==================== mult_booth_flat
==> mult_booth_flat/pdn.png <==
Scale bar: 50 um. Pins as bars on the die edge.
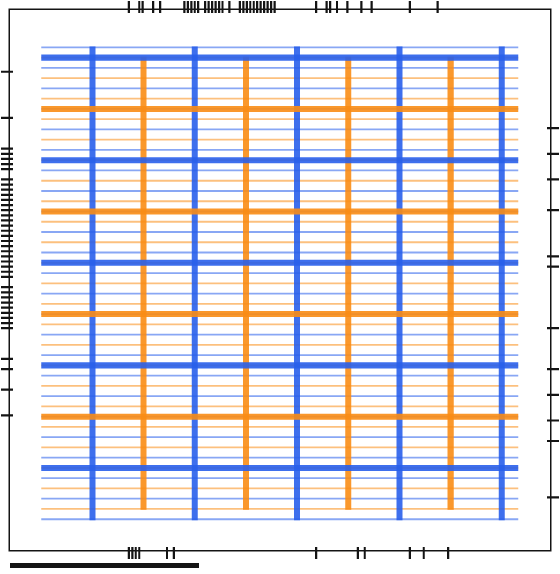
==> mult_booth_flat/cell_classes.png <==
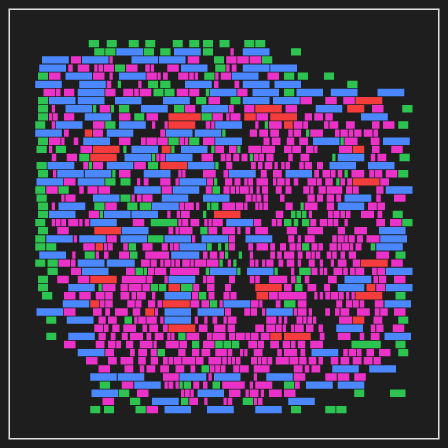
## src/rtl/mult_div_pkg.sv

```systemverilog
// Shared definitions for the multdiv unit: datapath width, controller states
// and the radix-4 Booth digit codes.
package mult_div_pkg;

  localparam int WIDTH = 32;

  typedef enum logic [1:0] {
    IDLE,
    RUN,
    DONE
  } multDivStateT;

  typedef enum logic [2:0] {
    ZERO,
    PM,
    P2M,
    NM,
    N2M
  } boothDigitT;

  // Maps a 3-bit multiplier window {b[i+1], b[i], b[i-1]} to its Booth digit.
  function automatic boothDigitT boothDigit(input logic [2:0] window);
    boothDigitT digit;
    case (window)
      3'b001, 3'b010: digit = PM;
      3'b011:         digit = P2M;
      3'b100:         digit = N2M;
      3'b101, 3'b110: digit = NM;
      default:        digit = ZERO;
    endcase
    return digit;
  endfunction

endpackage

```

## src/rtl/mult_booth_if.sv

```systemverilog
// Operand/result bundle shared by the multiplier and its driver (the multdiv
// wrapper or a testbench).
interface mult_booth_if #(parameter int WIDTH = 32);

  logic [WIDTH-1:0] data_operandA;
  logic [WIDTH-1:0] data_operandB;
  logic             ctrl_MULT;
  logic [WIDTH-1:0] data_result;
  logic             data_exception;
  logic             data_resultRDY;

  modport master (
    output data_operandA, data_operandB, ctrl_MULT,
    input  data_result, data_exception, data_resultRDY
  );

  modport slave (
    input  data_operandA, data_operandB, ctrl_MULT,
    output data_result, data_exception, data_resultRDY
  );

endinterface

```

## src/rtl/mult_booth_recode.sv

```systemverilog
// Turns a Booth window into the addend for the accumulator; negative digits
// come out inverted with carryIn set so the top needs only one adder.
module mult_booth_recode
  import mult_div_pkg::*;
#(
  parameter int WIDTH = mult_div_pkg::WIDTH
) (
  input  logic [2:0]       window,
  input  logic [WIDTH+1:0] m,
  output logic [WIDTH+1:0] addend,
  output logic             carryIn
);

  always_comb begin
    addend  = '0;
    carryIn = 1'b0;
    case (boothDigit(window))
      PM:  addend = m;
      P2M: addend = m << 1;
      NM: begin
        addend  = ~m;
        carryIn = 1'b1;
      end
      N2M: begin
        addend  = ~(m << 1);
        carryIn = 1'b1;
      end
      default: ;
    endcase
  end

endmodule

```

## src/rtl/mult_booth.sv

```systemverilog
// Sequential signed multiplier, radix-4 Booth, one digit per clock. Returns the
// low word of the product and flags signed overflow.
module mult_booth
  import mult_div_pkg::*;
#(
  parameter int WIDTH = mult_div_pkg::WIDTH,
  parameter int ITERS = WIDTH / 2
) (
  input  logic         clock,
  input  logic         reset_n,
  mult_booth_if.slave  bus
);

  localparam int CW = (ITERS > 1) ? $clog2(ITERS) : 1;
  localparam int PW = 2 * WIDTH + 3;

  multDivStateT     state, nextState;
  logic [CW-1:0]    count;
  logic [WIDTH+1:0] mReg;
  logic [PW-1:0]    pReg;
  logic [WIDTH+1:0] addend;
  logic             carryIn;
  logic [WIDTH+1:0] sum;
  logic [WIDTH:0]   productHigh;
  logic             lastIter;

  mult_booth_recode #(.WIDTH(WIDTH)) recode (
    .window  (pReg[2:0]),
    .m       (mReg),
    .addend  (addend),
    .carryIn (carryIn)
  );

  assign sum         = pReg[PW-1:WIDTH+1] + addend + (WIDTH+2)'(carryIn);
  assign lastIter    = (count == CW'(ITERS - 1));
  // Bits 2W-1..W-1 of the product; they must all match the sign for no overflow.
  assign productHigh = pReg[2*WIDTH:WIDTH];

  always_ff @(posedge clock or negedge reset_n) begin
    if (!reset_n) state <= IDLE;
    else          state <= nextState;
  end

  always_comb begin
    nextState = state;
    if (bus.ctrl_MULT) begin
      nextState = RUN;
    end else begin
      case (state)
        RUN:     if (lastIter) nextState = DONE;
        DONE:    nextState = IDLE;
        default: nextState = IDLE;
      endcase
    end
  end

  // A start pulse always wins, so a restart drops whatever was in flight.
  always_ff @(posedge clock or negedge reset_n) begin
    if (!reset_n) begin
      count               <= '0;
      mReg                <= '0;
      pReg                <= '0;
      bus.data_result     <= '0;
      bus.data_exception  <= 1'b0;
      bus.data_resultRDY  <= 1'b0;
    end else begin
      bus.data_resultRDY <= 1'b0;
      if (bus.ctrl_MULT) begin
        count <= '0;
        mReg  <= {{2{bus.data_operandA[WIDTH-1]}}, bus.data_operandA};
        pReg  <= {(WIDTH+2)'(0), bus.data_operandB, 1'b0};
      end else if (state == RUN) begin
        count <= count + 1'b1;
        pReg  <= {{2{sum[WIDTH+1]}}, sum, pReg[WIDTH:2]};
      end else if (state == DONE) begin
        bus.data_result    <= pReg[WIDTH:1];
        bus.data_exception <= !((&productHigh) || (~|productHigh));
        bus.data_resultRDY <= 1'b1;
      end
    end
  end

endmodule

```

## src/flat_wrapper.sv

```systemverilog
// flat-port wrapper written by rule: the top's interface ports become plain ports
module mult_booth_flat import mult_div_pkg::*;
#(
  parameter int WIDTH = mult_div_pkg::WIDTH,
  parameter int ITERS = WIDTH / 2
)
  (clock, reset_n, bus_data_operandA, bus_data_operandB, bus_ctrl_MULT, bus_data_result, bus_data_exception, bus_data_resultRDY);
  mult_booth_if #(.WIDTH(WIDTH)) bus_i ();
  input  logic clock;
  input  logic reset_n;
  input wire logic [$bits(bus_i.data_operandA)-1:0] bus_data_operandA;
  input wire logic [$bits(bus_i.data_operandB)-1:0] bus_data_operandB;
  input wire logic [$bits(bus_i.ctrl_MULT)-1:0] bus_ctrl_MULT;
  output wire logic [$bits(bus_i.data_result)-1:0] bus_data_result;
  output wire logic [$bits(bus_i.data_exception)-1:0] bus_data_exception;
  output wire logic [$bits(bus_i.data_resultRDY)-1:0] bus_data_resultRDY;
  assign bus_i.data_operandA = bus_data_operandA;
  assign bus_i.data_operandB = bus_data_operandB;
  assign bus_i.ctrl_MULT = bus_ctrl_MULT;
  assign bus_data_result = bus_i.data_result;
  assign bus_data_exception = bus_i.data_exception;
  assign bus_data_resultRDY = bus_i.data_resultRDY;
  mult_booth #(.WIDTH(WIDTH), .ITERS(ITERS)) u_core (.clock(clock), .reset_n(reset_n), .bus(bus_i));
endmodule
```

## config.mk

```make
export PLATFORM = sky130hd
export DESIGN_NAME = mult_booth_flat
export DESIGN_NICKNAME = d
export VERILOG_FILES = /design/src/rtl/mult_div_pkg.sv /design/src/rtl/mult_booth_if.sv /design/src/rtl/mult_booth_recode.sv /design/src/rtl/mult_booth.sv /design/src/flat_wrapper.sv
export SDC_FILE = /design/constraint.sdc
export NUM_CORES = 1
export LEC_CHECK = 0
export CORE_MARGIN = 8
export CORE_UTILIZATION = 51
export CTS_BUF_LIST = sky130_fd_sc_hd__clkbuf_16
export DETAILED_ROUTE_END_ITERATION = 8
export GPL_TIMING_DRIVEN = 0
export PLACE_DENSITY_LB_ADDON = 0.2
export SLEW_MARGIN = 20
export SYNTH_ARGS = -nofsm -noshare
export SYNTH_HDL_FRONTEND = slang
export SYNTH_SLANG_ARGS = --single-unit
```

## constraint.sdc

```tcl
create_clock -name clock -period 3.5 [get_ports clock]
set_input_delay 0.525 -clock clock [delete_from_list [all_inputs] [get_ports clock]]
set_output_delay 0.525 -clock clock [all_outputs]
set_load 0.01 [all_outputs]
```

==> Slide: Implementation Results <==
Synthesis and Place & Route Summary

Run status
  – Run status: finished, violations left
  – Failing checks: negative setup slack

Die
  – Core Density at Floorplan: 52.1%
  – Ports: 101

Final timing
  – Slew Limit Fails: 0
  – # setup viols final: 3
  – Final worst setup slack: -0.119 ns

Placement
  – Dpl ws: -0.580 ns

Routing
  – DRT Wirelength: 23.5 mm
  – Mean routed wirelength per cell: 19.3 um

Layout
  – Logic area: 0.00474 mm2
  – Antenna Cells: 0

Min path
  – Hold WC Path Type: in2async

Setup path
  – R2r endpoint: u_core.pReg[53]
  – Worst Setup SP: u_core.pReg[1]

Synthesis
  – Yosys stat cell total: 850

Global routing
  – First-pass GRT wire length: 37.7 mm
About mult_booth_flat/pdn.png:
legend:
  blue:
    net: VSS
  orange:
    net: VDD
met5 straps: 9
rows: 46
met1 rails: 47
signal pins: 101
core box area: 0.0158 mm2
die height: 143 um
VDD IR max: 0.000414 V
Die W: 143 um

About mult_booth_flat/cell_classes.png:
legend:
  magenta:
    class: all other logic
    cells: 656
    share_of_their_area: 46%
  green:
    class: other buffers and delay cells
    cells: 175
    share_of_their_area: 14%
  blue:
    class: flip-flops
    cells: 137
    share_of_their_area: 33%
  red:
    class: clock drivers and dummy loads
    cells: 32
    share_of_their_area: 5.8%
Seq area share: 32.5%
final instance area: 0.0105 mm2

per-stage QoR:
stage	util, %	area, um2	power (mW)	instances
floorplan	-	8260	3.79	850
global placement	60.1	9520	4.39	1165
detailed placement	60.4	9560	4.43	1167
CTS	65.3	10300	6.40	1208
global route	66.6	10500	7.03	1216
finish	66.6	10500	6.64	1216
where the power goes:
| group | internal, mW | leakage (nW) | switching, mW |
|---|---|---|---|
| Combinational | 1.17 | 2.65 | 1.51 |
| Sequential | 1.83 | 1.74 | 0.311 |
| Clock | 1.02 | 0.289 | 0.805 |
| Total | 4.01 | 4.68 | 2.62 |

==================== branch_predictor
==> branch_predictor/pdn.png <==
Scale bar: 100 um. Pins as bars on the die edge.
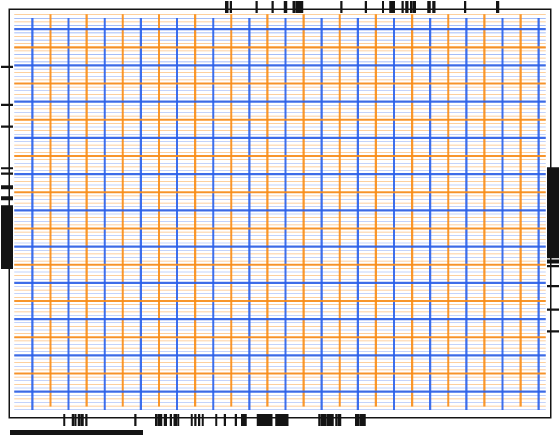
`config.mk`:
```
export PLATFORM = sky130hd
export DESIGN_NAME = branch_predictor
export DESIGN_NICKNAME = d
export VERILOG_FILES = /design/src/rtl/branch_predictor.sv
export SDC_FILE = /design/constraint.sdc
export NUM_CORES = 1
export LEC_CHECK = 0
export ABC_AREA = 0
export CAP_MARGIN = 25
export CELL_PAD_IN_SITES_DETAIL_PLACEMENT = 2
export CELL_PAD_IN_SITES_GLOBAL_PLACEMENT = 2
export CORE_ASPECT_RATIO = 0.75
export CORE_MARGIN = 3
export CORE_UTILIZATION = 35
export CTS_BUF_LIST = sky130_fd_sc_hd__clkbuf_4
export CTS_CLUSTER_SIZE = 40
export DETAILED_ROUTE_END_ITERATION = 6
export PLACE_DENSITY = 0.68
export SETUP_SLACK_MARGIN = 0.4
export SYNTH_ARGS = -nofsm -noshare
export SYNTH_HDL_FRONTEND = slang
export SYNTH_SLANG_ARGS = --single-unit
```
`constraint.sdc`:
```
create_clock -name clk_in -period 3.9 [get_ports clk_in]
set_input_delay 0.78 -clock clk_in [delete_from_list [all_inputs] [get_ports clk_in]]
set_output_delay 0.78 -clock clk_in [all_outputs]
set_load 0.01 [all_outputs]
```
`src/rtl/branch_predictor.sv`:
```
// branch_predictor: direct-mapped 2-bit BHT plus tagged BTB, with a registered redirect pulse.
// Define BRANCH_PRED_STATS_EN to add resolve/mispredict statistics counters.
module branch_predictor #(
  parameter int IDX_BITS     = 4,
  parameter int FLUSH_CYCLES = 2
) (
  input  logic        clk_in,
  input  logic        rst_in,
  input  logic        fetch_valid_in,
  input  logic [31:0] fetch_pc_in,
  output logic        pred_taken_out,
  output logic [31:0] pred_target_out,
  input  logic        ex_valid_in,
  input  logic [31:0] ex_pc_in,
  input  logic [4:0]  ex_opcode_6_to_2_in,
  input  logic        ex_branch_taken_in,
  input  logic [31:0] ex_target_in,
  input  logic        ex_pred_taken_in,
  input  logic [31:0] ex_pred_target_in,
  output logic        mispredict_out,
  output logic [31:0] redirect_pc_out
`ifdef BRANCH_PRED_STATS_EN
  ,
  output logic [31:0] stat_resolved_out,
  output logic [31:0] stat_mispredict_out
`endif
);

  localparam int         ENTRIES   = 1 << IDX_BITS;
  localparam int         TAG_W     = 30 - IDX_BITS;
  localparam logic [4:0] OP_BRANCH = 5'b11000;
  localparam logic [4:0] OP_JAL    = 5'b11011;
  localparam logic [4:0] OP_JALR   = 5'b11001;
  localparam logic [3:0] FLUSH_LD  = 4'(FLUSH_CYCLES);

  logic [1:0]       ctr_q    [ENTRIES];
  logic [1:0]       ctr_d    [ENTRIES];
  logic             valid_q  [ENTRIES];
  logic             valid_d  [ENTRIES];
  logic [TAG_W-1:0] tag_q    [ENTRIES];
  logic [TAG_W-1:0] tag_d    [ENTRIES];
  logic [31:0]      target_q [ENTRIES];
  logic [31:0]      target_d [ENTRIES];

  logic [3:0]  squash_q, squash_d;
  logic        mispredict_q, mispredict_d;
  logic [31:0] redirect_q, redirect_d;

  logic [IDX_BITS-1:0] f_idx, x_idx;
  logic [TAG_W-1:0]    f_tag, x_tag;
  logic                is_ctrl, accept, actual, mispredict;

  function automatic logic [1:0] ctr_step(input logic [1:0] c, input logic up);
    if (up) return (c == 2'b11) ? c : c + 2'b01;
    return (c == 2'b00) ? c : c - 2'b01;
  endfunction

  assign f_idx = fetch_pc_in[IDX_BITS+1:2];
  assign f_tag = fetch_pc_in[31:IDX_BITS+2];
  assign x_idx = ex_pc_in[IDX_BITS+1:2];
  assign x_tag = ex_pc_in[31:IDX_BITS+2];

  // Lookup sees only registered table state, so a same-cycle update is not forwarded.
  assign pred_taken_out  = fetch_valid_in & valid_q[f_idx] & (tag_q[f_idx] == f_tag)
                           & ctr_q[f_idx][1];
  assign pred_target_out = pred_taken_out ? target_q[f_idx] : fetch_pc_in + 32'd4;

  always_comb begin
    is_ctrl    = (ex_opcode_6_to_2_in == OP_BRANCH) | (ex_opcode_6_to_2_in == OP_JAL)
                 | (ex_opcode_6_to_2_in == OP_JALR);
    accept     = ex_valid_in & is_ctrl & (squash_q == 4'd0);
    actual     = (ex_opcode_6_to_2_in == OP_BRANCH) ? ex_branch_taken_in : 1'b1;
    mispredict = accept & ((actual != ex_pred_taken_in)
                 | (actual & ex_pred_taken_in & (ex_target_in != ex_pred_target_in)));
  end

  always_comb begin
    ctr_d        = ctr_q;
    valid_d      = valid_q;
    tag_d        = tag_q;
    target_d     = target_q;
    squash_d     = (squash_q != 4'd0) ? squash_q - 4'd1 : 4'd0;
    mispredict_d = mispredict;
    redirect_d   = redirect_q;
    if (accept) begin
      ctr_d[x_idx] = ctr_step(ctr_q[x_idx], actual);
      if (actual) begin
        valid_d[x_idx]  = 1'b1;
        tag_d[x_idx]    = x_tag;
        target_d[x_idx] = ex_target_in;
      end
    end
    if (mispredict) begin
      squash_d   = FLUSH_LD;
      redirect_d = actual ? ex_target_in : ex_pc_in + 32'd4;
    end
  end

  always_ff @(posedge clk_in or posedge rst_in) begin
    if (rst_in) begin
      for (int i = 0; i < ENTRIES; i++) begin
        ctr_q[i]   <= 2'b01;
        valid_q[i] <= 1'b0;
      end
      squash_q     <= 4'd0;
      mispredict_q <= 1'b0;
      redirect_q   <= 32'd0;
    end else begin
      ctr_q        <= ctr_d;
      valid_q      <= valid_d;
      squash_q     <= squash_d;
      mispredict_q <= mispredict_d;
      redirect_q   <= redirect_d;
    end
  end

  // Tag and target are qualified by valid, so they need no reset.
  always_ff @(posedge clk_in) begin
    tag_q    <= tag_d;
    target_q <= target_d;
  end

  assign mispredict_out  = mispredict_q;
  assign redirect_pc_out = redirect_q;

`ifdef BRANCH_PRED_STATS_EN
  logic [31:0] stat_res_q, stat_res_d, stat_mis_q, stat_mis_d;

  always_comb begin
    stat_res_d = stat_res_q + {31'd0, accept};
    stat_mis_d = stat_mis_q + {31'd0, mispredict};
  end

  always_ff @(posedge clk_in or posedge rst_in) begin
    if (rst_in) begin
      stat_res_q <= 32'd0;
      stat_mis_q <= 32'd0;
    end else begin
      stat_res_q <= stat_res_d;
      stat_mis_q <= stat_mis_d;
    end
  end

  assign stat_resolved_out   = stat_res_q;
  assign stat_mispredict_out = stat_mis_q;
`endif

endmodule
```
==> Slide: Implementation Results <==
Synthesis and Place & Route Summary

Run status
  – Run status: finished, violations left
  – Failing checks: negative setup slack

Setup path
  – FF-to-FF Start: squash_q[1]
  – Slowest cell on the critical path: mux4_2
  – R2r endpoint: tag_q[331]
  – Top Family by Delay on Critical Path: multiplexers
  – Number of stages on the worst setup path: 12
  – Reg2reg setup slack: 0.87 ns
  – Type of the worst setup path: reg2out
  – Critical Path Source Type: register

Layout
  – FILL cells: 10915
  – Comb/total area: 22.0%
  – Non-Filler Instances: 4597
  – Seq area share: 57.2%
  – #MultiIn Comb: 994
  – Seq Cell Count: 1013
  – Dominant logic cell type in the layout: edfxtp_1
  – Non-CTS inverters: 11
  – Logic area: 0.0115 mm2
  – Final instance area: 0.0525 mm2
  – Fraction of layout cells with a size suffix above 1: 42.0%
  – Top flop regs: target_q x512, tag_q x416

Min path
  – Hold Startpoint: ex_pc_in[0]
  – Hold WC Path Type: in2reg

Routing
  – Total number of vias: 25554
  – Detail Route Antenna Nets: 0
  – 1st-pass router iterations: 5
  – Number of DRC markers in iteration 0: 2646

Final timing
  – Max-slew headroom: 31.8%
  – # setup viols final: 33
  – Final worst setup slack: -1.30 ns
  – Worst slew pin tran: 1.02 ns

Synthesis
  – Post-Synthesis Cells: 2123
  – Share of the yosys chip area belonging to registers: 71.7%
  – Synthesized area: 0.0418 mm2
  – Biggest area cells: edfxtp_1, mux4_2, dfrtp_1, mux2_2, xnor2_1
  – Post-synth top cells: edfxtp_1, mux4_2, nand2_1

Global routing
  – GRT Residual Overflow: 0
  – Initial antenna violation count: 12

Power
  – Leakage power: 18.2 nW
  – Tot Pwr: 23.9 mW

Clocking
  – H-tree Lvls: 5
  – Register clock-pin slew on the reported worst setup and hold paths: 0.07 ns
  – Clock Tree Buf Depth: 4
  – Post-CTS setup buffer count: 4

Die
  – Die height: 305 um
  – Row count: 109
  – # Taps: 1554

Placement
  – Placed Instances: 4137

Flow run
  – Max-Cap Viols: 0
About branch_predictor/pdn.png:
legend:
  orange:
    net: VDD
  blue:
    net: VSS
signal pins: 205
rows: 109
met1 rails: 110
met4 straps: 29
met5 straps: 21

## report_power, final
part           total [mW]  internal [mW]  switching (mW)
sequential           12.1           12.0          0.0941
combinational        2.31           1.09            1.23
clock                9.51           4.97            4.53
total                23.9           18.1            5.85
## per-layer routing
layer / GRT usage, % / up-vias / part of all wire (%)
met3: 4.98 / 220 / 7.2
li1: - / 10303 / -
met2: 38.7 / 1176 / 47
met4: 6.84 / 6 / 2.0
met1: 34.8 / 13849 / 43
met5: 0 / - / 0.022


==> notes/layouts.md <==
Pictures saved along the way, in no particular order.

Metal layers overlaid.
Plate I
Scale bar: 50 um.
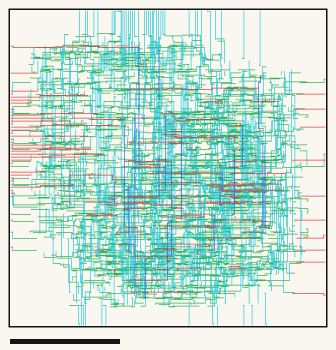
Plate II
Scale bar: 100 um.
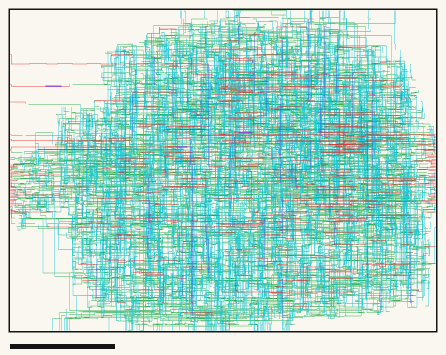
- most wire: Plate II
- largest die: Plate II
Plate II -> branch_predictor
Plate I -> mult_booth_flat

Power figures rest on the tool's default switching activity, not on a simulated workload.
